# branch_pred_sat_table

**branch_pred_sat_table: routing congestion**

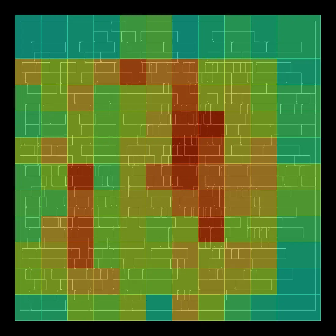

**src/rtl/branch_pred_sat_table.sv**
```systemverilog
// branch_pred_sat_table: 2^INDEX_W saturating-counter branch-history table
// with a registered predict port, a resolve/update port, a global outcome
// history register and a saturating mispredict counter.
// Optional feature: define BRANCH_PRED_GSHARE_EN to index the table with
// (index XOR history) instead of the raw index.
module branch_pred_sat_table #(
   parameter int unsigned INDEX_W = 4,
   parameter int unsigned CTR_W   = 2,
   parameter int unsigned HIST_W  = 8,
   parameter int unsigned CNT_W   = 16
) (
   input  logic               clk,
   input  logic               rst,
   input  logic               pred_valid,
   input  logic [INDEX_W-1:0] pred_index,
   output logic               pred_out_valid,
   output logic               pred_taken,
   input  logic               upd_valid,
   input  logic [INDEX_W-1:0] upd_index,
   input  logic               upd_taken,
   output logic [HIST_W-1:0]  branch_history,
   output logic [CNT_W-1:0]   mispredict_cnt
);

   localparam int unsigned     ENTRIES  = 1 << INDEX_W;
   localparam logic [CTR_W-1:0] CTR_MAX  = '1;
   localparam logic [CTR_W-1:0] CTR_INIT = CTR_W'((1 << (CTR_W - 1)) - 1);
   localparam logic [CNT_W-1:0] CNT_MAX  = '1;

   logic [CTR_W-1:0]   r_table [ENTRIES];
   logic               r_pred_valid;
   logic               r_pred_taken;
   logic [HIST_W-1:0]  r_hist;
   logic [CNT_W-1:0]   r_mis_cnt;

   logic [INDEX_W-1:0] w_pred_idx;
   logic [INDEX_W-1:0] w_upd_idx;
   logic [CTR_W-1:0]   w_upd_ctr;
   logic [CTR_W-1:0]   w_upd_next;
   logic               w_mispred;
   logic [HIST_W-1:0]  w_hist_next;

`ifdef BRANCH_PRED_GSHARE_EN
   // History folded to index width (zero-extended or truncated) for gshare hashing.
   logic [INDEX_W-1:0] w_hist_idx;
   assign w_hist_idx = INDEX_W'(r_hist);
   assign w_pred_idx = pred_index ^ w_hist_idx;
   assign w_upd_idx  = upd_index ^ w_hist_idx;
`else
   assign w_pred_idx = pred_index;
   assign w_upd_idx  = upd_index;
`endif

   // Next history value: shift in the newest outcome at bit 0.
   generate
      if (HIST_W == 1) begin : g_hist1
         assign w_hist_next = upd_taken;
      end else begin : g_histn
         assign w_hist_next = {r_hist[HIST_W-2:0], upd_taken};
      end
   endgenerate

   assign w_upd_ctr = r_table[w_upd_idx];
   assign w_mispred = (w_upd_ctr[CTR_W-1] != upd_taken);

   // Saturating increment/decrement of the resolved entry.
   always_comb begin
      w_upd_next = w_upd_ctr;
      if (upd_taken) begin
         if (w_upd_ctr != CTR_MAX) w_upd_next = w_upd_ctr + CTR_W'(1);
      end else begin
         if (w_upd_ctr != '0) w_upd_next = w_upd_ctr - CTR_W'(1);
      end
   end

   // Counter table; written only on a resolved branch.
   always_ff @(posedge clk or posedge rst) begin
      if (rst) begin
         for (int i = 0; i < int'(ENTRIES); i++) r_table[i] <= CTR_INIT;
      end else if (upd_valid) begin
         r_table[w_upd_idx] <= w_upd_next;
      end
   end

   // Prediction read register; reads the pre-update table contents.
   always_ff @(posedge clk or posedge rst) begin
      if (rst) begin
         r_pred_valid <= 1'b0;
         r_pred_taken <= 1'b0;
      end else begin
         r_pred_valid <= pred_valid;
         if (pred_valid) r_pred_taken <= r_table[w_pred_idx][CTR_W-1];
      end
   end

   // Global history and saturating mispredict count.
   always_ff @(posedge clk or posedge rst) begin
      if (rst) begin
         r_hist    <= '0;
         r_mis_cnt <= '0;
      end else if (upd_valid) begin
         r_hist <= w_hist_next;
         if (w_mispred && (r_mis_cnt != CNT_MAX)) r_mis_cnt <= r_mis_cnt + CNT_W'(1);
      end
   end

   assign pred_out_valid = r_pred_valid;
   assign pred_taken     = r_pred_taken;
   assign branch_history = r_hist;
   assign mispredict_cnt = r_mis_cnt;

endmodule

```
**config.mk**
```make
export PLATFORM = sky130hd
export DESIGN_NAME = branch_pred_sat_table
export DESIGN_NICKNAME = d
export VERILOG_FILES = /design/src/rtl/branch_pred_sat_table.sv
export SDC_FILE = /design/constraint.sdc
export NUM_CORES = 1
export LEC_CHECK = 0
export CORE_UTILIZATION = 45
export CTS_CLUSTER_SIZE = 14
export DETAILED_ROUTE_END_ITERATION = 16
export GPL_TIMING_DRIVEN = 0
export PLACE_DENSITY = 0.68
export SLEW_MARGIN = 15
export SYNTH_ARGS = -nofsm -noshare
export SYNTH_HDL_FRONTEND = slang
export SYNTH_SLANG_ARGS = --single-unit
```
**constraint.sdc**
```tcl
create_clock -name clk -period 4.25 [get_ports clk]
set_clock_uncertainty 0.05 [all_clocks]
set_input_delay 1.0625 -clock clk [delete_from_list [all_inputs] [get_ports clk]]
set_output_delay 1.0625 -clock clk [all_outputs]
set_load 0.005 [all_outputs]
```
# riscv_fetch_queue

--- src/rtl/riscv_pkg.sv ---
// Shared constants and types for the instruction-fetch front end.
// Latency: n/a (declarations only).
// Backpressure: n/a (declarations only).
package riscv_pkg;

  localparam int unsigned XLEN_DEF     = 32;
  localparam logic [31:0] RV_NOP       = 32'h0000_0013;
  localparam logic [31:0] RESET_PC_DEF = 32'h0000_0000;

  // One buffered fetch: the word together with the PC it was fetched from.
  typedef struct packed {
    logic [XLEN_DEF-1:0] pc;
    logic [31:0]         instr;
  } fetch_entry_t;

  // Width of a counter that must hold every value 0..depth without wrapping.
  function automatic int unsigned cnt_width(input int unsigned depth);
    return $clog2(depth + 1);
  endfunction

endpackage

--- src/rtl/riscv_sync_fifo.sv ---
// Synchronous FIFO with single-cycle flush and an occupancy count output.
// Latency: a pushed word is visible at the head in the next cycle.
// Backpressure: push while full and pop while empty are ignored; flush wins over both.
module riscv_sync_fifo #(
  parameter int unsigned WIDTH = 64,
  parameter int unsigned DEPTH = 4
) (
  input  logic                         clk,
  input  logic                         rst_n,
  input  logic                         flush,
  input  logic                         push,
  input  logic [WIDTH-1:0]             push_dat,
  input  logic                         pop,
  output logic [WIDTH-1:0]             pop_dat,
  output logic [$clog2(DEPTH+1)-1:0]   count
);

  localparam int unsigned AW = (DEPTH > 1) ? $clog2(DEPTH) : 1;
  localparam int unsigned CW = $clog2(DEPTH + 1);

  logic [WIDTH-1:0] mem_q [DEPTH];
  logic [AW-1:0]    wr_ptr_q, wr_ptr_d;
  logic [AW-1:0]    rd_ptr_q, rd_ptr_d;
  logic [CW-1:0]    count_q, count_d;
  logic             do_push, do_pop;

  assign do_push = push && !flush && (count_q != CW'(DEPTH));
  assign do_pop  = pop && !flush && (count_q != '0);
  assign pop_dat = mem_q[rd_ptr_q];
  assign count   = count_q;

  // Next pointer/occupancy: flush empties, otherwise independent push/pop accounting.
  always_comb begin
    wr_ptr_d = wr_ptr_q;
    rd_ptr_d = rd_ptr_q;
    count_d  = count_q;
    if (flush) begin
      wr_ptr_d = '0;
      rd_ptr_d = '0;
      count_d  = '0;
    end else begin
      if (do_push) wr_ptr_d = wr_ptr_q + AW'(1);
      if (do_pop)  rd_ptr_d = rd_ptr_q + AW'(1);
      if (do_push && !do_pop)      count_d = count_q + CW'(1);
      else if (!do_push && do_pop) count_d = count_q - CW'(1);
    end
  end

  // Pointer and occupancy registers.
  always_ff @(posedge clk or negedge rst_n) begin
    if (!rst_n) begin
      wr_ptr_q <= '0;
      rd_ptr_q <= '0;
      count_q  <= '0;
    end else begin
      wr_ptr_q <= wr_ptr_d;
      rd_ptr_q <= rd_ptr_d;
      count_q  <= count_d;
    end
  end

  // Storage is qualified by occupancy, so it needs no reset.
  always_ff @(posedge clk) begin
    if (do_push) mem_q[wr_ptr_q] <= push_dat;
  end

endmodule

--- src/rtl/riscv_fetch_queue.sv ---
// Decoupled fetch front end: sequential req/gnt/rvalid fetch into a DEPTH-entry queue.
// Latency: rvalid in cycle N gives instr_valid in N+1; 1 instr/cycle with 1-cycle memory.
// Backpressure: requests stop once queued + in-flight reaches DEPTH; instr_ready low holds the head.
module riscv_fetch_queue
  import riscv_pkg::*;
#(
  parameter int unsigned     XLEN     = XLEN_DEF,
  parameter int unsigned     DEPTH    = 4,
  parameter logic [XLEN-1:0] RESET_PC = XLEN'(RESET_PC_DEF)
) (
  input  logic            clk,
  input  logic            rst_n,
  output logic            imem_req,
  output logic [XLEN-1:0] imem_addr,
  input  logic            imem_gnt,
  input  logic            imem_rvalid,
  input  logic [31:0]     imem_rdata,
  input  logic            redirect,
  input  logic [XLEN-1:0] redirect_pc,
  output logic            instr_valid,
  input  logic            instr_ready,
  output logic [31:0]     instr,
  output logic [XLEN-1:0] instr_pc
);

  localparam int unsigned CW = cnt_width(DEPTH);
  localparam int unsigned EW = XLEN + 32;

  logic [XLEN-1:0] fetch_pc_q, fetch_pc_d;
  logic [XLEN-1:0] resp_pc_q, resp_pc_d;
  logic [CW-1:0]   outstanding_q, outstanding_d;
  logic [CW-1:0]   discard_q, discard_d;
  logic [CW-1:0]   fifo_count;
  logic [CW:0]     inflight_total;
  logic [XLEN-1:0] redirect_pc_aligned;
  logic            grant, retire, push, pop;
  logic [EW-1:0]   push_dat, head_dat;

  assign redirect_pc_aligned = redirect_pc & ~XLEN'(3);

  // Issue: the queued-plus-in-flight limit guarantees every response has a free slot.
  always_comb begin
    inflight_total = {1'b0, fifo_count} + {1'b0, outstanding_q};
    imem_req       = rst_n && !redirect && (inflight_total < (CW+1)'(DEPTH));
    imem_addr      = fetch_pc_q;
    grant          = imem_req && imem_gnt;
  end

  // Response/output side: stale words are dropped while discard is non-zero or on redirect.
  always_comb begin
    retire      = imem_rvalid && (outstanding_q != '0);
    push        = imem_rvalid && (discard_q == '0) && !redirect;
    push_dat    = {resp_pc_q, imem_rdata};
    instr_valid = (fifo_count != '0);
    pop         = instr_valid && instr_ready && !redirect;
    instr       = instr_valid ? head_dat[31:0] : RV_NOP;
    instr_pc    = instr_valid ? head_dat[EW-1:32] : '0;
  end

  // Next-state for PCs and counters; redirect overrides everything.
  always_comb begin
    fetch_pc_d    = fetch_pc_q;
    resp_pc_d     = resp_pc_q;
    outstanding_d = outstanding_q;
    discard_d     = discard_q;

    if (grant && !retire)      outstanding_d = outstanding_q + CW'(1);
    else if (!grant && retire) outstanding_d = outstanding_q - CW'(1);

    if (redirect) begin
      fetch_pc_d = redirect_pc_aligned;
      resp_pc_d  = redirect_pc_aligned;
      // Every request still in flight after this cycle belongs to the old stream.
      discard_d  = outstanding_q - CW'(retire);
    end else begin
      if (grant) fetch_pc_d = fetch_pc_q + XLEN'(4);
      if (push)  resp_pc_d  = resp_pc_q + XLEN'(4);
      if (imem_rvalid && (discard_q != '0)) discard_d = discard_q - CW'(1);
    end
  end

  // PC and counter registers.
  always_ff @(posedge clk or negedge rst_n) begin
    if (!rst_n) begin
      fetch_pc_q    <= RESET_PC;
      resp_pc_q     <= RESET_PC;
      outstanding_q <= '0;
      discard_q     <= '0;
    end else begin
      fetch_pc_q    <= fetch_pc_d;
      resp_pc_q     <= resp_pc_d;
      outstanding_q <= outstanding_d;
      discard_q     <= discard_d;
    end
  end

  riscv_sync_fifo #(
    .WIDTH (EW),
    .DEPTH (DEPTH)
  ) u_fifo (
    .clk      (clk),
    .rst_n    (rst_n),
    .flush    (redirect),
    .push     (push),
    .push_dat (push_dat),
    .pop      (pop),
    .pop_dat  (head_dat),
    .count    (fifo_count)
  );

endmodule

--- config.mk ---
export PLATFORM = sky130hd
export DESIGN_NAME = riscv_fetch_queue
export DESIGN_NICKNAME = d
export VERILOG_FILES = /design/src/rtl/riscv_pkg.sv /design/src/rtl/riscv_sync_fifo.sv /design/src/rtl/riscv_fetch_queue.sv
export SDC_FILE = /design/constraint.sdc
export NUM_CORES = 1
export LEC_CHECK = 0
export CAP_MARGIN = 10
export CORE_AREA = 4 4 163 165
export CTS_CLUSTER_DIAMETER = 80
export DETAILED_ROUTE_END_ITERATION = 6
export DIE_AREA = 0 0 167 169
export MAX_ROUTING_LAYER = met4
export PLACE_DENSITY = 0.78
export SLEW_MARGIN = 10
export SYNTH_ARGS = -nofsm -noshare
export SYNTH_HDL_FRONTEND = slang
export SYNTH_SLANG_ARGS = --single-unit
--- constraint.sdc ---
create_clock -name clk -period 3.5 [get_ports clk]
set_input_delay 0.7 -clock clk [delete_from_list [all_inputs] [get_ports clk]]
set_output_delay 0.7 -clock clk [all_outputs]
set_load 0.03 [all_outputs]
# dma_copy

--- src/rtl/dma_copy.sv ---
// dma_copy: byte-at-a-time memory-to-memory DMA engine acting as a second initiator on the CPU bus.
// The CPU programs it through an 8-entry register window and it reports completion with done/irq.
module dma_copy #(
    parameter int ADDR_W = 16
) (
    input  logic              sys_clk,
    input  logic              reset,
    input  logic [3:0]        cfg_addr,
    input  logic [7:0]        cfg_wr_data,
    input  logic              cfg_wr_en,
    output logic [7:0]        cfg_rd_data,
    output logic              bus_request,
    input  logic              bus_grant,
    output logic [ADDR_W-1:0] bus_addr,
    output logic              bus_rd_req,
    input  logic [7:0]        bus_rd_data,
    input  logic              bus_ready,
    output logic [7:0]        bus_wr_data,
    output logic              bus_wr_en,
    output logic              irq
);
    typedef enum logic [2:0] {IDLE, REQ, RD_REQ, RD_WAIT, RD_DATA, WR, NEXT} state_t;
    state_t            state_q;
    logic [ADDR_W-1:0] src_q, dst_q, len_q, src_d, dst_d, len_d;
    logic              src_fixed_q, dst_fixed_q, irq_en_q, done_q, start_q, abort_q;
    logic [15:0]       src16, dst16, len16;
    logic              busy, cfg_ok, unused_bits;
    assign busy        = state_q != IDLE;
    assign cfg_ok      = cfg_wr_en && !busy;
    assign src16       = 16'(src_q);
    assign dst16       = 16'(dst_q);
    assign len16       = 16'(len_q);
    assign irq         = done_q && irq_en_q;
    assign unused_bits = ^cfg_wr_data[6:4];
    // Working registers advance on the WR->NEXT edge so a stalled NEXT never re-applies the step.
    assign src_d = state_q == WR ? src_q + ADDR_W'(!src_fixed_q)
                 : cfg_ok && cfg_addr == 4'd0 ? ADDR_W'({src16[15:8], cfg_wr_data})
                 : cfg_ok && cfg_addr == 4'd1 ? ADDR_W'({cfg_wr_data, src16[7:0]})
                 : src_q;
    assign dst_d = state_q == WR ? dst_q + ADDR_W'(!dst_fixed_q)
                 : cfg_ok && cfg_addr == 4'd2 ? ADDR_W'({dst16[15:8], cfg_wr_data})
                 : cfg_ok && cfg_addr == 4'd3 ? ADDR_W'({cfg_wr_data, dst16[7:0]})
                 : dst_q;
    assign len_d = state_q == WR ? len_q - ADDR_W'(1)
                 : cfg_ok && cfg_addr == 4'd4 ? ADDR_W'({len16[15:8], cfg_wr_data})
                 : cfg_ok && cfg_addr == 4'd5 ? ADDR_W'({cfg_wr_data, len16[7:0]})
                 : len_q;
    always_comb begin
        case (cfg_addr)
            4'd0:    cfg_rd_data = src16[7:0];
            4'd1:    cfg_rd_data = src16[15:8];
            4'd2:    cfg_rd_data = dst16[7:0];
            4'd3:    cfg_rd_data = dst16[15:8];
            4'd4:    cfg_rd_data = len16[7:0];
            4'd5:    cfg_rd_data = len16[15:8];
            4'd6:    cfg_rd_data = {4'b0, irq_en_q, dst_fixed_q, src_fixed_q, 1'b0};
            4'd7:    cfg_rd_data = {6'b0, done_q, busy};
            default: cfg_rd_data = 8'h00;
        endcase
    end
    always_ff @(posedge sys_clk or posedge reset) begin
        if (reset) begin
            state_q     <= IDLE;
            src_q       <= '0;
            dst_q       <= '0;
            len_q       <= '0;
            src_fixed_q <= 1'b0;
            dst_fixed_q <= 1'b0;
            irq_en_q    <= 1'b0;
            done_q      <= 1'b0;
            start_q     <= 1'b0;
            abort_q     <= 1'b0;
            bus_request <= 1'b0;
            bus_rd_req  <= 1'b0;
            bus_wr_en   <= 1'b0;
            bus_addr    <= '0;
            bus_wr_data <= 8'h00;
        end else begin
            src_q      <= src_d;
            dst_q      <= dst_d;
            len_q      <= len_d;
            bus_rd_req <= 1'b0;
            bus_wr_en  <= 1'b0;
            start_q    <= cfg_ok && cfg_addr == 4'd6 && cfg_wr_data[0];
            if (cfg_wr_en && cfg_addr == 4'd6) begin
                if (busy) abort_q <= abort_q | cfg_wr_data[7];
                else {irq_en_q, dst_fixed_q, src_fixed_q} <= cfg_wr_data[3:1];
            end
            if (cfg_wr_en && cfg_addr == 4'd7 && cfg_wr_data[1]) done_q <= 1'b0;
            // Later assignments below let a done-set override a same-cycle STATUS clear.
            case (state_q)
                IDLE: if (start_q) begin
                    done_q      <= len_q == '0;
                    state_q     <= len_q == '0 ? IDLE : REQ;
                    bus_request <= len_q != '0;
                end
                REQ: if (bus_grant) begin
                    state_q    <= RD_REQ;
                    bus_addr   <= src_q;
                    bus_rd_req <= 1'b1;
                end
                RD_REQ:  state_q <= RD_WAIT;
                RD_WAIT: if (!bus_ready) state_q <= RD_DATA;
                RD_DATA: if (bus_ready) begin
                    state_q     <= WR;
                    bus_wr_data <= bus_rd_data;
                    bus_addr    <= dst_q;
                    bus_wr_en   <= 1'b1;
                end
                WR: begin
                    state_q  <= NEXT;
                    bus_addr <= '0;
                end
                NEXT: if (len_q == '0 || abort_q) begin
                    state_q     <= IDLE;
                    bus_request <= 1'b0;
                    done_q      <= 1'b1;
                    abort_q     <= 1'b0;
                end else if (bus_grant) begin
                    state_q    <= RD_REQ;
                    bus_addr   <= src_q;
                    bus_rd_req <= 1'b1;
                end
                default: state_q <= IDLE;
            endcase
        end
    end
endmodule

--- config.mk ---
export PLATFORM = sky130hd
export DESIGN_NAME = dma_copy
export DESIGN_NICKNAME = d
export VERILOG_FILES = /design/src/rtl/dma_copy.sv
export SDC_FILE = /design/constraint.sdc
export NUM_CORES = 1
export LEC_CHECK = 0
export CAP_MARGIN = 20
export CELL_PAD_IN_SITES_DETAIL_PLACEMENT = 0
export CELL_PAD_IN_SITES_GLOBAL_PLACEMENT = 1
export CORE_ASPECT_RATIO = 0.5
export CORE_MARGIN = 2
export CORE_UTILIZATION = 38
export CTS_CLUSTER_SIZE = 10
export DETAILED_ROUTE_END_ITERATION = 16
export MAX_ROUTING_LAYER = met4
export PLACE_DENSITY_LB_ADDON = 0.1
export SYNTH_ARGS = -nofsm -noshare
export SYNTH_HDL_FRONTEND = slang
export SYNTH_SLANG_ARGS = --single-unit
--- constraint.sdc ---
create_clock -name sys_clk -period 2.9 [get_ports sys_clk]
set_input_delay 0.29 -clock sys_clk [delete_from_list [all_inputs] [get_ports sys_clk]]
set_output_delay 0.29 -clock sys_clk [all_outputs]
set_load 0.05 [all_outputs]
# el_sync_tx

**src/rtl/el_pkg.sv**
```systemverilog
// Shared definitions for the elastic-link blocks: signalling names, FSM states
// and the one-hot rail encoder.
package el_pkg;

  localparam string ENC_TWO_PHASE  = "TWO_PHASE";
  localparam string ENC_FOUR_PHASE = "FOUR_PHASE";

  localparam int unsigned EL_MAX_RAILS = 64;

  typedef enum logic [2:0] {
    ST_IDLE,
    ST_DRIVE,
    ST_STROBE,
    ST_WAIT_ACK,
    ST_RTZ,
    ST_WAIT_REL
  } el_state_e;

  // Callers truncate the result to their own rail count.
  function automatic logic [EL_MAX_RAILS-1:0] onehot(input int unsigned sym,
                                                     input int unsigned rail_num);
    logic [EL_MAX_RAILS-1:0] v;
    v = {{(EL_MAX_RAILS-1){1'b0}}, 1'b1} << sym;
    if (sym >= rail_num) v = '0;
    return v;
  endfunction

endpackage

```
**src/rtl/el_ack_sync.sv**
```systemverilog
// Flop-chain synchroniser for an asynchronous handshake input; clears to 0
// on the asynchronous active-low reset.
module el_ack_sync #(
  parameter int unsigned SYNC_STAGES = 2
) (
  input  logic clk,
  input  logic rst,
  input  logic d_i,
  output logic q_o
);

  logic [SYNC_STAGES-1:0] sync_q;
  logic [SYNC_STAGES-1:0] sync_d;

  always_comb begin
    sync_d = {sync_q[SYNC_STAGES-2:0], d_i};
  end

  always_ff @(posedge clk or negedge rst) begin
    if (!rst) begin
      sync_q <= '0;
    end else begin
      sync_q <= sync_d;
    end
  end

  assign q_o = sync_q[SYNC_STAGES-1];

endmodule

```
**src/rtl/el_sync_tx.sv**
```systemverilog
// Synchronous valid/ready to elastic one-hot token transmitter with two- or
// four-phase request signalling toward el_latch.
module el_sync_tx
  import el_pkg::*;
#(
  parameter string       ENC         = ENC_TWO_PHASE,
  parameter int unsigned RAIL_NUM    = 2,
  parameter int unsigned SYM_W       = $clog2(RAIL_NUM),
  parameter int unsigned SYNC_STAGES = 2,
  parameter int unsigned TIMEOUT     = 1024
) (
  input  logic                clk,
  input  logic                rst,
  input  logic                s_valid,
  input  logic [SYM_W-1:0]    s_data,
  output logic                s_ready,
  output logic                lat_o,
  output logic [RAIL_NUM-1:0] out,
  input  logic                ack_i,
  output logic                busy,
  output logic                err,
  output logic                err_sym
);

  localparam bit          TWO_PH = (ENC == ENC_TWO_PHASE);
  localparam int unsigned WD_W   = (TIMEOUT > 0) ? $clog2(TIMEOUT + 1) : 1;
  localparam logic [WD_W-1:0] WD_MAX = WD_W'(TIMEOUT);

  el_state_e           state_q, state_d;
  logic [SYM_W-1:0]    sym_q, sym_d;
  logic [RAIL_NUM-1:0] out_q, out_d;
  logic                lat_q, lat_d;
  logic                ph_q, ph_d;
  logic                s_ready_q, s_ready_d;
  logic                busy_q, busy_d;
  logic                err_q, err_d;
  logic                err_sym_q, err_sym_d;
  logic [WD_W-1:0]     wd_q, wd_d;
  logic [RAIL_NUM-1:0] sym_hot;
  logic                waiting;
  logic                ack_s;

  el_ack_sync #(
    .SYNC_STAGES(SYNC_STAGES)
  ) u_ack_sync (
    .clk (clk),
    .rst (rst),
    .d_i (ack_i),
    .q_o (ack_s)
  );

  always_comb begin
    state_d   = state_q;
    sym_d     = sym_q;
    out_d     = out_q;
    lat_d     = lat_q;
    ph_d      = ph_q;
    err_d     = err_q;
    err_sym_d = 1'b0;
    wd_d      = wd_q;
    waiting   = 1'b0;
    sym_hot   = RAIL_NUM'(onehot(32'(sym_q), RAIL_NUM));

    case (state_q)
      ST_IDLE: begin
        if (s_valid && s_ready_q) begin
          if (32'(s_data) < RAIL_NUM) begin
            sym_d   = s_data;
            state_d = ST_DRIVE;
          end else begin
            err_sym_d = 1'b1;
          end
        end
      end
      ST_DRIVE: begin
        out_d   = TWO_PH ? (out_q ^ sym_hot) : sym_hot;
        state_d = ST_STROBE;
      end
      ST_STROBE: begin
        if (TWO_PH) begin
          lat_d = ~lat_q;
          ph_d  = ~ph_q;
        end else begin
          lat_d = 1'b1;
        end
        wd_d    = '0;
        state_d = ST_WAIT_ACK;
      end
      ST_WAIT_ACK: begin
        if (TWO_PH ? (ack_s == ph_q) : ack_s) begin
          if (TWO_PH) begin
            state_d = ST_IDLE;
          end else begin
            // Return-to-zero is applied on entry so RTZ is the cycle with both low.
            out_d   = '0;
            lat_d   = 1'b0;
            state_d = ST_RTZ;
          end
        end else begin
          waiting = 1'b1;
        end
      end
      ST_RTZ: begin
        wd_d    = '0;
        state_d = ST_WAIT_REL;
      end
      ST_WAIT_REL: begin
        if (!ack_s) begin
          state_d = ST_IDLE;
        end else begin
          waiting = 1'b1;
        end
      end
      default: state_d = ST_IDLE;
    endcase

    // Watchdog only flags; the handshake keeps waiting for the ack.
    if (waiting && (TIMEOUT != 0)) begin
      if (wd_q != WD_MAX) wd_d = wd_q + 1'b1;
      if (wd_q == WD_MAX - 1'b1) err_d = 1'b1;
    end

    s_ready_d = (state_d == ST_IDLE);
    busy_d    = (state_d != ST_IDLE);
  end

  always_ff @(posedge clk or negedge rst) begin
    if (!rst) begin
      state_q   <= ST_IDLE;
      sym_q     <= '0;
      out_q     <= '0;
      lat_q     <= 1'b0;
      ph_q      <= 1'b0;
      s_ready_q <= 1'b0;
      busy_q    <= 1'b0;
      err_q     <= 1'b0;
      err_sym_q <= 1'b0;
      wd_q      <= '0;
    end else begin
      state_q   <= state_d;
      sym_q     <= sym_d;
      out_q     <= out_d;
      lat_q     <= lat_d;
      ph_q      <= ph_d;
      s_ready_q <= s_ready_d;
      busy_q    <= busy_d;
      err_q     <= err_d;
      err_sym_q <= err_sym_d;
      wd_q      <= wd_d;
    end
  end

  assign s_ready = s_ready_q;
  assign lat_o   = lat_q;
  assign out     = out_q;
  assign busy    = busy_q;
  assign err     = err_q;
  assign err_sym = err_sym_q;

endmodule
```
**config.mk**
```make
export PLATFORM = sky130hd
export DESIGN_NAME = el_sync_tx
export DESIGN_NICKNAME = d
export VERILOG_FILES = /design/src/rtl/el_pkg.sv /design/src/rtl/el_ack_sync.sv /design/src/rtl/el_sync_tx.sv
export SDC_FILE = /design/constraint.sdc
export NUM_CORES = 1
export LEC_CHECK = 0
export CORE_MARGIN = 10
export CORE_UTILIZATION = 55
export DETAILED_ROUTE_END_ITERATION = 10
export DONT_BUFFER_PORTS = 1
export GPL_TIMING_DRIVEN = 0
export PLACE_DENSITY = 0.78
export SKIP_CTS_REPAIR_TIMING = 1
export SLEW_MARGIN = 10
export SYNTH_ARGS = -nofsm -noshare
export SYNTH_HDL_FRONTEND = slang
export SYNTH_SLANG_ARGS = --single-unit
```
**constraint.sdc**
```tcl
create_clock -name clk -period 3 [get_ports clk]
set_input_delay 0.9 -clock clk [delete_from_list [all_inputs] [get_ports clk]]
set_output_delay 0.9 -clock clk [all_outputs]
set_load 0.01 [all_outputs]
```
**dma_copy: logic cells by family**

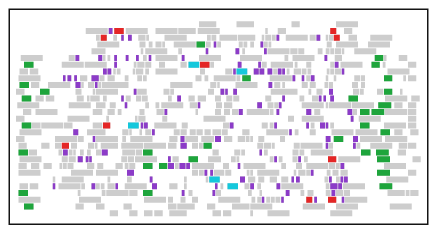
Key: cyan = adder and majority cells [cells 5, most used ha_1]; red = AND-OR and OR-AND gates [cells 10, most used o21a_1]; purple = NAND gates [cells 122, most used nand2_1]; green = multiplexers [cells 32, most used mux2_2]
count of non-filler cells in the finished layout: 788
most common cell after layout, fill and taps aside: sky130_fd_sc_hd__dfrtp_1
fraction of standard cell area in multi-input logic: 43.7%

==> changes_impl.md, dma_copy <==
### Metrics

- Part of the total power dissipated in the clock network: 17.9%
- Top cells by area: sky130_fd_sc_hd__dfrtp_1 41%, sky130_fd_sc_hd__nand2_1 4.9%, sky130_fd_sc_hd__mux2_2 4.0%
- Outcome: finished clean
- Sequential fraction of design power: 37.2%
- Crit path setup slack, layout: 0.362 ns
- DP Worst Slack: 0.348 ns
- Net Count, Synth: 592
- Initial detailed-routing violation count: 424
- Growth of design area from synthesis to finish: 23.3%
- Largest power group: combinational cells
- Chip Area, Yosys: 0.00510 mm^2
- Most frequent cell after synthesis: sky130_fd_sc_hd__dfrtp_1
- Synthesized area per cell: 9.08 um^2
- Number of antenna violations at the first check in global routing: 0
- Combinational share of power: 44.9%
- Count of instantiated cells in the yosys netlist: 562
- Final HPWL DP: 11.7 mm
- Number of failing hold endpoints at the final stage: 0
- Ratio of cells with drive above 1 in the final layout: 14.1%
- Register area share after synthesis: 41.2%
- Via count of the routed design: 4691
- Number of buffers on the longest clock path: 2
- Num CTS Buffers: 9
- Number of storage elements in the synthesis netlist: 84
- Number of synthesized flops with an enable pin: 0
- Max Fclk: 394 MHz
- Number of rows in the core area: 29
- Warnings from Yosys: 0
- Setup bufs post-CTS: 0
- CP startpoint kind: primary input
- Commonest cells post-synth: 84 x sky130_fd_sc_hd__dfrtp_1, 66 x sky130_fd_sc_hd__nand2_1, 37 x sky130_fd_sc_hd__nor2_1
- Vertical extent of the die: 86.0 um
[dma_copy: routing by layer]
metal | track usage [%] | routed length (um)
met2 | 34.8 | 7030
met5 | - | 0
met4 | 5.77 | 208
met3 | 5.54 | 1300
met1 | 36.0 | 8180
[dma_copy: cell families after synthesis]
| family | after synthesis | synth area share (%) |
|---|---|---|
| simple gates | 227 | 24.1 |
| compound gates | 156 | 20.8 |
| flops | 84 | 41.2 |
| buf+inv | 56 | 5.07 |
| mux | 32 | 7.30 |
| fa+ha+maj | 5 | 1.23 |
| xor+xnor | 2 | 0.343 |
[dma_copy: area by class of cell]
cell class                      instances  area, um^2  share of cell area, %
Multi-Input combinational cell        422        2750                   43.7
Tap cell                              170         213                   3.38
Inverter                               17        65.1                   1.03
Clock inverter                          5        77.6                   1.23
Clock buffer                           10         229                   3.64
Timing Repair Buffer                   80         856                   13.6
Sequential cell                        84        2100                   33.4
[dma_copy: worst max-delay path: stages]
cell	delay, ns
sky130_fd_sc_hd__clkdlybuf4s50_1	0.69
sky130_fd_sc_hd__nor4b_2	0.30
sky130_fd_sc_hd__buf_4	0.21
sky130_fd_sc_hd__a222oi_1	0.35
sky130_fd_sc_hd__nand3_1	0.20
sky130_fd_sc_hd__buf_12	0.19
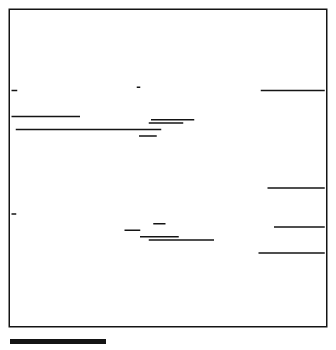
**Above:** el_sync_tx (M3 wires).
The bar under the picture is 20 um long.
The longest straight run is 30.1 um. The layer holds 6.2% of the routed length. The wires run mostly horizontal. The layer carries 140 um of wire. 13 nets have wire on it.

==> changes_impl.md, el_sync_tx <==
### Metrics

- Outcome: finished clean
- Clock root buffer: sky130_fd_sc_hd__clkbuf_4
- Sequential share of cell area: 47.7%
- Top cells by area: sky130_fd_sc_hd__dfrtp_1 51%, sky130_fd_sc_hd__mux2i_1 5.1%, sky130_fd_sc_hd__xor2_1 3.7%
- Largest cell class by area: sequential cells
- IO Count: 12
- TNS Setup: 0 ns
- Number of logged tool warnings: 27
- Max Fclk: 520 MHz
- Commonest cells post-synth: 24 x sky130_fd_sc_hd__dfrtp_1, 11 x sky130_fd_sc_hd__nand2_1, 7 x sky130_fd_sc_hd__nand3_1
- Reg2reg path depth: 7
- Growth of design area from synthesis to finish: 7.36%
- Sequential fraction of design power: 45.4%
- Busiest metal layer after global routing: met2
- Smallest hold slack: 0.245 ns
- Number of distinct library cells after synthesis: 38
- FA/HA/MAJ Cells, Area Fraction: 2.13%
- Count of instantiated cells in the yosys netlist: 109
- Final net count: 121
- Number of synthesized flops with an enable pin: 0
- Ratio of cells with drive above 1 in the final layout: 10.6%
==> el_sync_tx: flip-flops by register name (all words and copies together) (netlist names) <==
register / count
busy: 1
err: 1
lat_o: 1
out: 2
ph_q: 1
s_ready: 1
state_q: 3
sym_q: 1
u_ack_sync.sync_q: 2
wd_q: 11
==> el_sync_tx: cells in the final DEF, fill, tap and decap left out, types with 2 or more instances in the layout <==
master	instances
sky130_fd_sc_hd__a21oi_1	3
sky130_fd_sc_hd__and2_1	3
sky130_fd_sc_hd__and3_1	4
sky130_fd_sc_hd__and4b_1	2
sky130_fd_sc_hd__clkbuf_4	3
sky130_fd_sc_hd__dfrtp_1	24
sky130_fd_sc_hd__ha_1	2
sky130_fd_sc_hd__inv_1	5
sky130_fd_sc_hd__mux2i_1	6
sky130_fd_sc_hd__nand2_1	11
sky130_fd_sc_hd__nand3_1	7
sky130_fd_sc_hd__nor2_1	3
sky130_fd_sc_hd__nor3_1	3
sky130_fd_sc_hd__nor4_1	2
sky130_fd_sc_hd__o211ai_1	2
sky130_fd_sc_hd__o31ai_1	3
sky130_fd_sc_hd__or3_1	2
sky130_fd_sc_hd__or4_1	2
sky130_fd_sc_hd__xor2_1	5
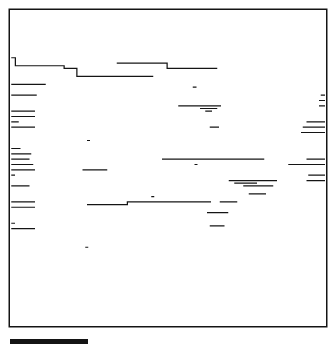
**Above:** branch_pred_sat_table (M3 wires).
The bar under the picture is 20 um long.
The layer carries 312 um of wire. 41 nets have wire on it. The wires run mostly horizontal.

## Picture notes: 'routing congestion' of branch_pred_sat_table
global routing usage on met1: 27.9%
post-DR wirelength/cell: 15.5 um
busiest metal layer after global routing: met2
utilization after layout: 57.5%

==> changes_impl.md, branch_pred_sat_table <==
### Metrics

- Outcome: finished clean
- Non-clock buffer count: 42
- IO Count: 39
- Congestion Overflow GR: 0
- Period Utilization, post-route: 77.5%
- Sequential share of cell area: 43.2%
- Num CTS Buffers: 9
- Well-Tap Cells: 75
- Global-route wire length before repair: 9.76 mm
- Switching Share: 28.5%
- Number of design rule violations left after detail routing: 0
- Number of failing hold endpoints at the final stage: 0
- Top cells by area: sky130_fd_sc_hd__dfrtp_1 38%, sky130_fd_sc_hd__dfstp_2 15%, sky130_fd_sc_hd__mux4_2 8.1%
- Count of instantiated cells in the yosys netlist: 241
- Total clock sinks: 58
- First element of the critical path: upd_index[2]
## branch_pred_sat_table: cells by family (layout without fill, tap and decap cells)
kind of cell / count (synthesis) / in the layout / synth area share, %
DFF: 58 / 58 / 53.0
buffers and inverters: 13 / 63 / 2.39
adders and majority gates: 2 / 2 / 0.812
AOI/OAI and AO/OA: 36 / 36 / 6.77
and+or+nand+nor: 92 / 92 / 15.7
xor gates and xnor gates: 16 / 16 / 5.32
muxes: 24 / 24 / 16.0
## branch_pred_sat_table: worst max-delay path: stages
cell,delay [ns]
sky130_fd_sc_hd__buf_6,0.11
sky130_fd_sc_hd__mux4_1,0.58
sky130_fd_sc_hd__mux4_2,0.56
sky130_fd_sc_hd__o21ai_0,0.63
sky130_fd_sc_hd__clkbuf_1,0.37
sky130_fd_sc_hd__o21ai_0,0.14
## branch_pred_sat_table: routing by layer
layer | routed length, um | share of wire, % | vias up
met5 | 0 | 0 | -
met4 | 117 | 2.1 | 0
met3 | 312 | 5.5 | 11
met2 | 2630 | 47 | 60
met1 | 2600 | 46 | 959
li1 | - | - | 944
## branch_pred_sat_table: flip-flops by register name, summed over array words and instances, names as in the netlist
signal	cells
pred_taken	1
branch_history	8
pred_out_valid	1
mispredict_cnt	16
r_table	32
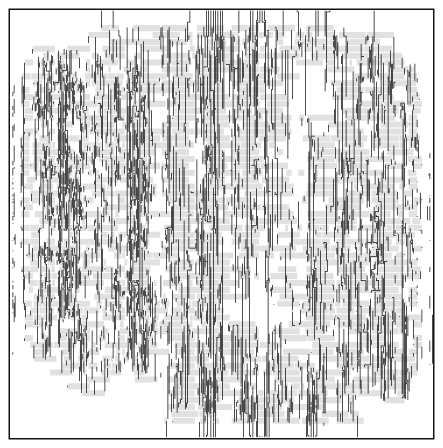
**Above:** riscv_fetch_queue (met2 routing).
973 nets have wire on it. The wires run mostly vertical.
via count of the routed design: 8063
M2 GR Usage: 33.5%
Final Routed Wirelength: 28.4 mm

==> changes_impl.md, riscv_fetch_queue <==
### Metrics

- Smallest hold slack: 0.489 ns
- Area of all placed cells without fillers: 0.0168 mm^2
- CTS Hold Buffers Added: 0
- Outcome: finished clean
- Skew-Pair Late Insertion Delay: 0.50 ns
- Total area of multi-input combinational cells: 0.00407 mm^2
- Stage delay of the slowest cell on the critical path: 0.59 ns
- Fraction of standard cell area in multi-input logic: 24.2%
- Part of the total power dissipated in the clock network: 27.9%
- Sequential fraction of design power: 38.2%
- Type of element capturing the critical path: output port
- Async SR Flop Fraction: 22.7%
- Top delay family on crit path: buffers and inverters
- Total clock sinks: 321
- Synth mux share: 11.1%
- Overall die area: 0.0282 mm^2
- Largest net degree at the start of global routing: 74
- Number of distinct library cells after synthesis: 52
- Met3 wire len: 1.62 mm
- Startpoint of the most critical register-to-register path: u_fifo.count[2]
- Commonest cells post-synth: 248 x sky130_fd_sc_hd__edfxtp_1, 73 x sky130_fd_sc_hd__dfrtp_1, 66 x sky130_fd_sc_hd__and2_1
- Setup bufs post-CTS: 0
- Global routing usage on met1: 29.0%
- FF-to-FF End: u_fifo.count[2]
- Cells along the critical path: buf_4 -> mux4_2 -> and2_1 -> clkdlybuf4s50_1
- Clock-cell share of area: 6.25%
- Static leakage: 0.00582 uW
- Combinational share of power: 33.9%
- First element of the critical path: u_fifo.rd_ptr_q[0]
- Period Utilization, post-route: 92.3%
- Total number of cells along the worst setup path: 4
- Max Fclk: 310 MHz
- Data required time at the worst endpoint: 2.80 ns
- Net load switching power: 4080 uW
- Top area contributor share: 54.7%
- Final net count: 1139
- Unrepaired setup endpoints after global routing: false
- Top layer in use: met4
- IO Count: 168
- Clock tree from TritonCTS: done
- Post-synthesis instance total: 864
- Worst hold-check path type: in -> async
- Register area share after synthesis: 68.1%
- Met2 WL post-DR: 13.8 mm
==> riscv_fetch_queue: power by group through the flow <==
stage | clock network [uW] | logic, uW | registers (uW)
3_5_place_dp | 0 | 4160 | 4720
3_3_place_gp | 0 | 4100 | 4710
5_1_grt | 3640 | 4410 | 4670
2_1_floorplan | 0 | 2430 | 4730
6_report | 3390 | 4130 | 4640
4_1_cts | 3460 | 4170 | 4650
==> riscv_fetch_queue: metrics by stage <==
step / utilization [%] / std cells / worst slack, ns / total power (uW)
2_1_floorplan: - / 867 / 0.224 / 7160
3_3_place_gp: 62.7 / 1343 / 0.553 / 8810
3_5_place_dp: 62.7 / 1343 / 0.520 / 8880
4_1_cts: 66.9 / 1402 / 0.0340 / 12300
5_1_grt: 67.0 / 1407 / 0.156 / 12700
6_report: 67.0 / 1407 / 0.269 / 12200
==> riscv_fetch_queue: sequential cells by signal, summed over array words and instances (netlist names) <==
| register | count |
|---|---|
| u_fifo.mem_q | 248 |
| imem_addr | 30 |
| resp_pc_q | 30 |
| discard_q | 3 |
| outstanding_q | 3 |
| u_fifo.count | 3 |
| u_fifo.rd_ptr_q | 2 |
| u_fifo.wr_ptr_q | 2 |

==> layout pictures side by side <==
Sequential cells grouped by signal name.
panel A
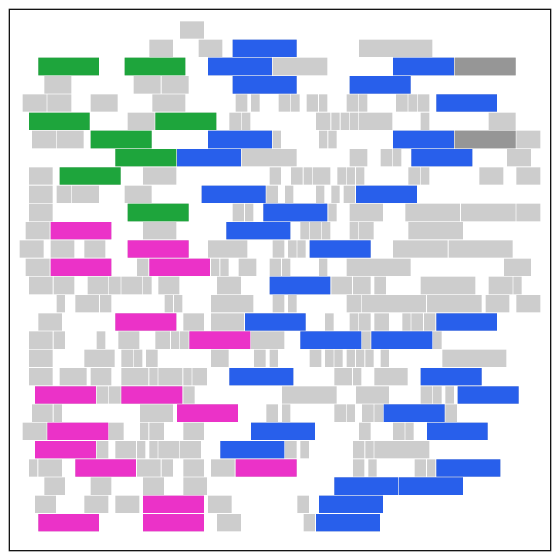
panel B
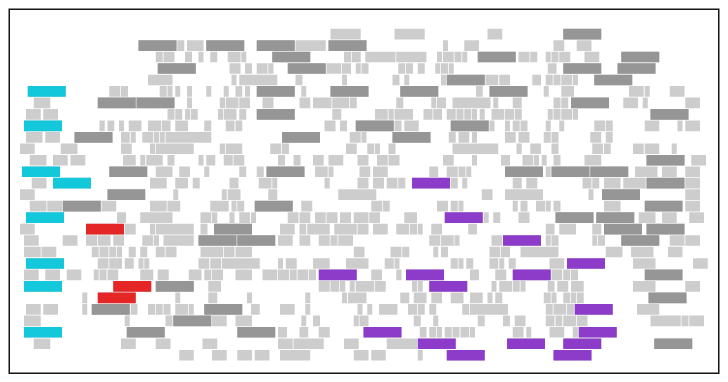
panel C
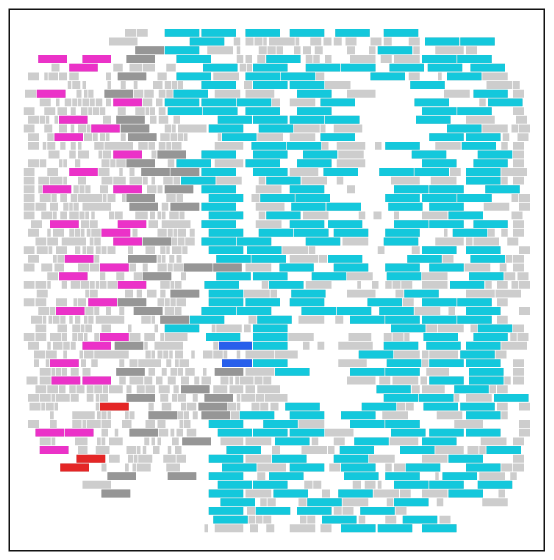
panel D
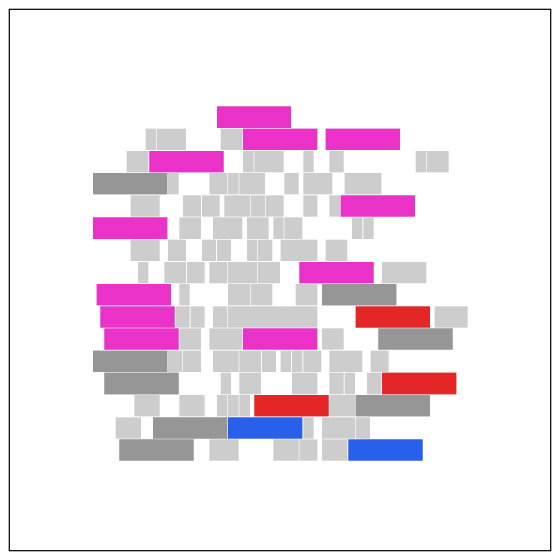
el_sync_tx is panel D.
branch_pred_sat_table is panel A.
dma_copy is panel B.
riscv_fetch_queue is panel C.

Key to panel B:
Key: purple = `src16` [flops 16]; red = `state_q` [flops 3]; cyan = `bus_wr_data` [flops 8]



## Gallery

Met2 routing.
picture 1
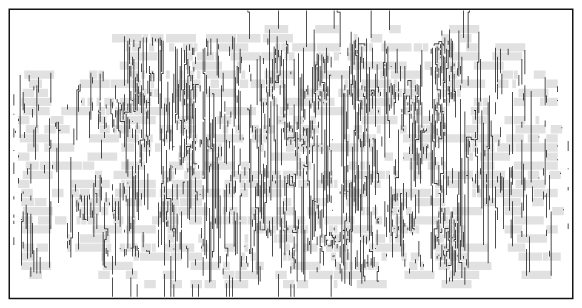
picture 2
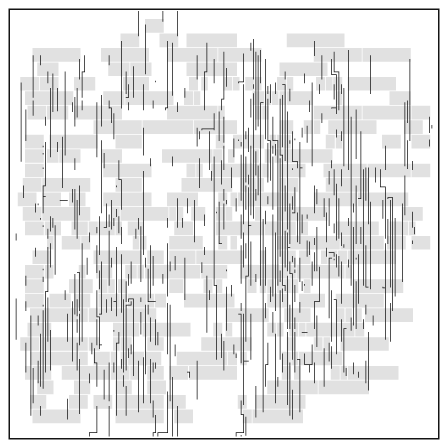
picture 3
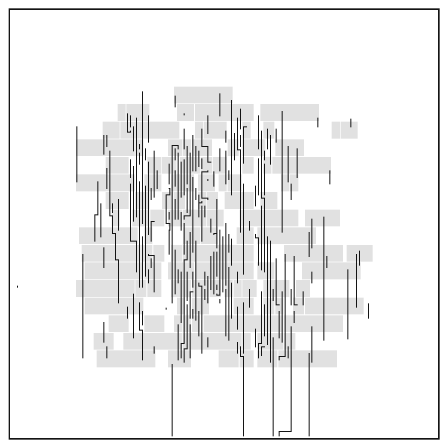
Picture 2 comes from branch_pred_sat_table.
Picture 1 comes from dma_copy.
Picture 3 comes from el_sync_tx.

Key to picture 2:
The wires run mostly vertical. 262 nets have wire on it. The layer carries 2630 um of wire. The layer holds 47% of the routed length. The longest straight run is 36.2 um.


==> screenshots <==
Logic cells by family.
image #1
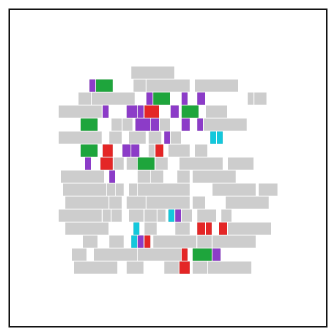
image #2
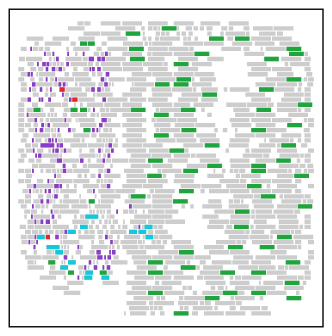
image #3
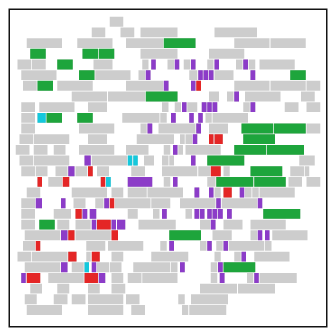
Image #3 comes from branch_pred_sat_table.
Image #2 comes from riscv_fetch_queue.
Image #1 comes from el_sync_tx.
- fewest cells: image #1

Key to image #1:
Key: green = multiplexers [cells 7, most used mux2i_1]; red = NOR gates [cells 10]; cyan = inverters [cells 5, most used inv_1]; purple = NAND gates [cells 20, most used nand2_1]

Power figures rest on the tool's default switching activity, not on a simulated workload.
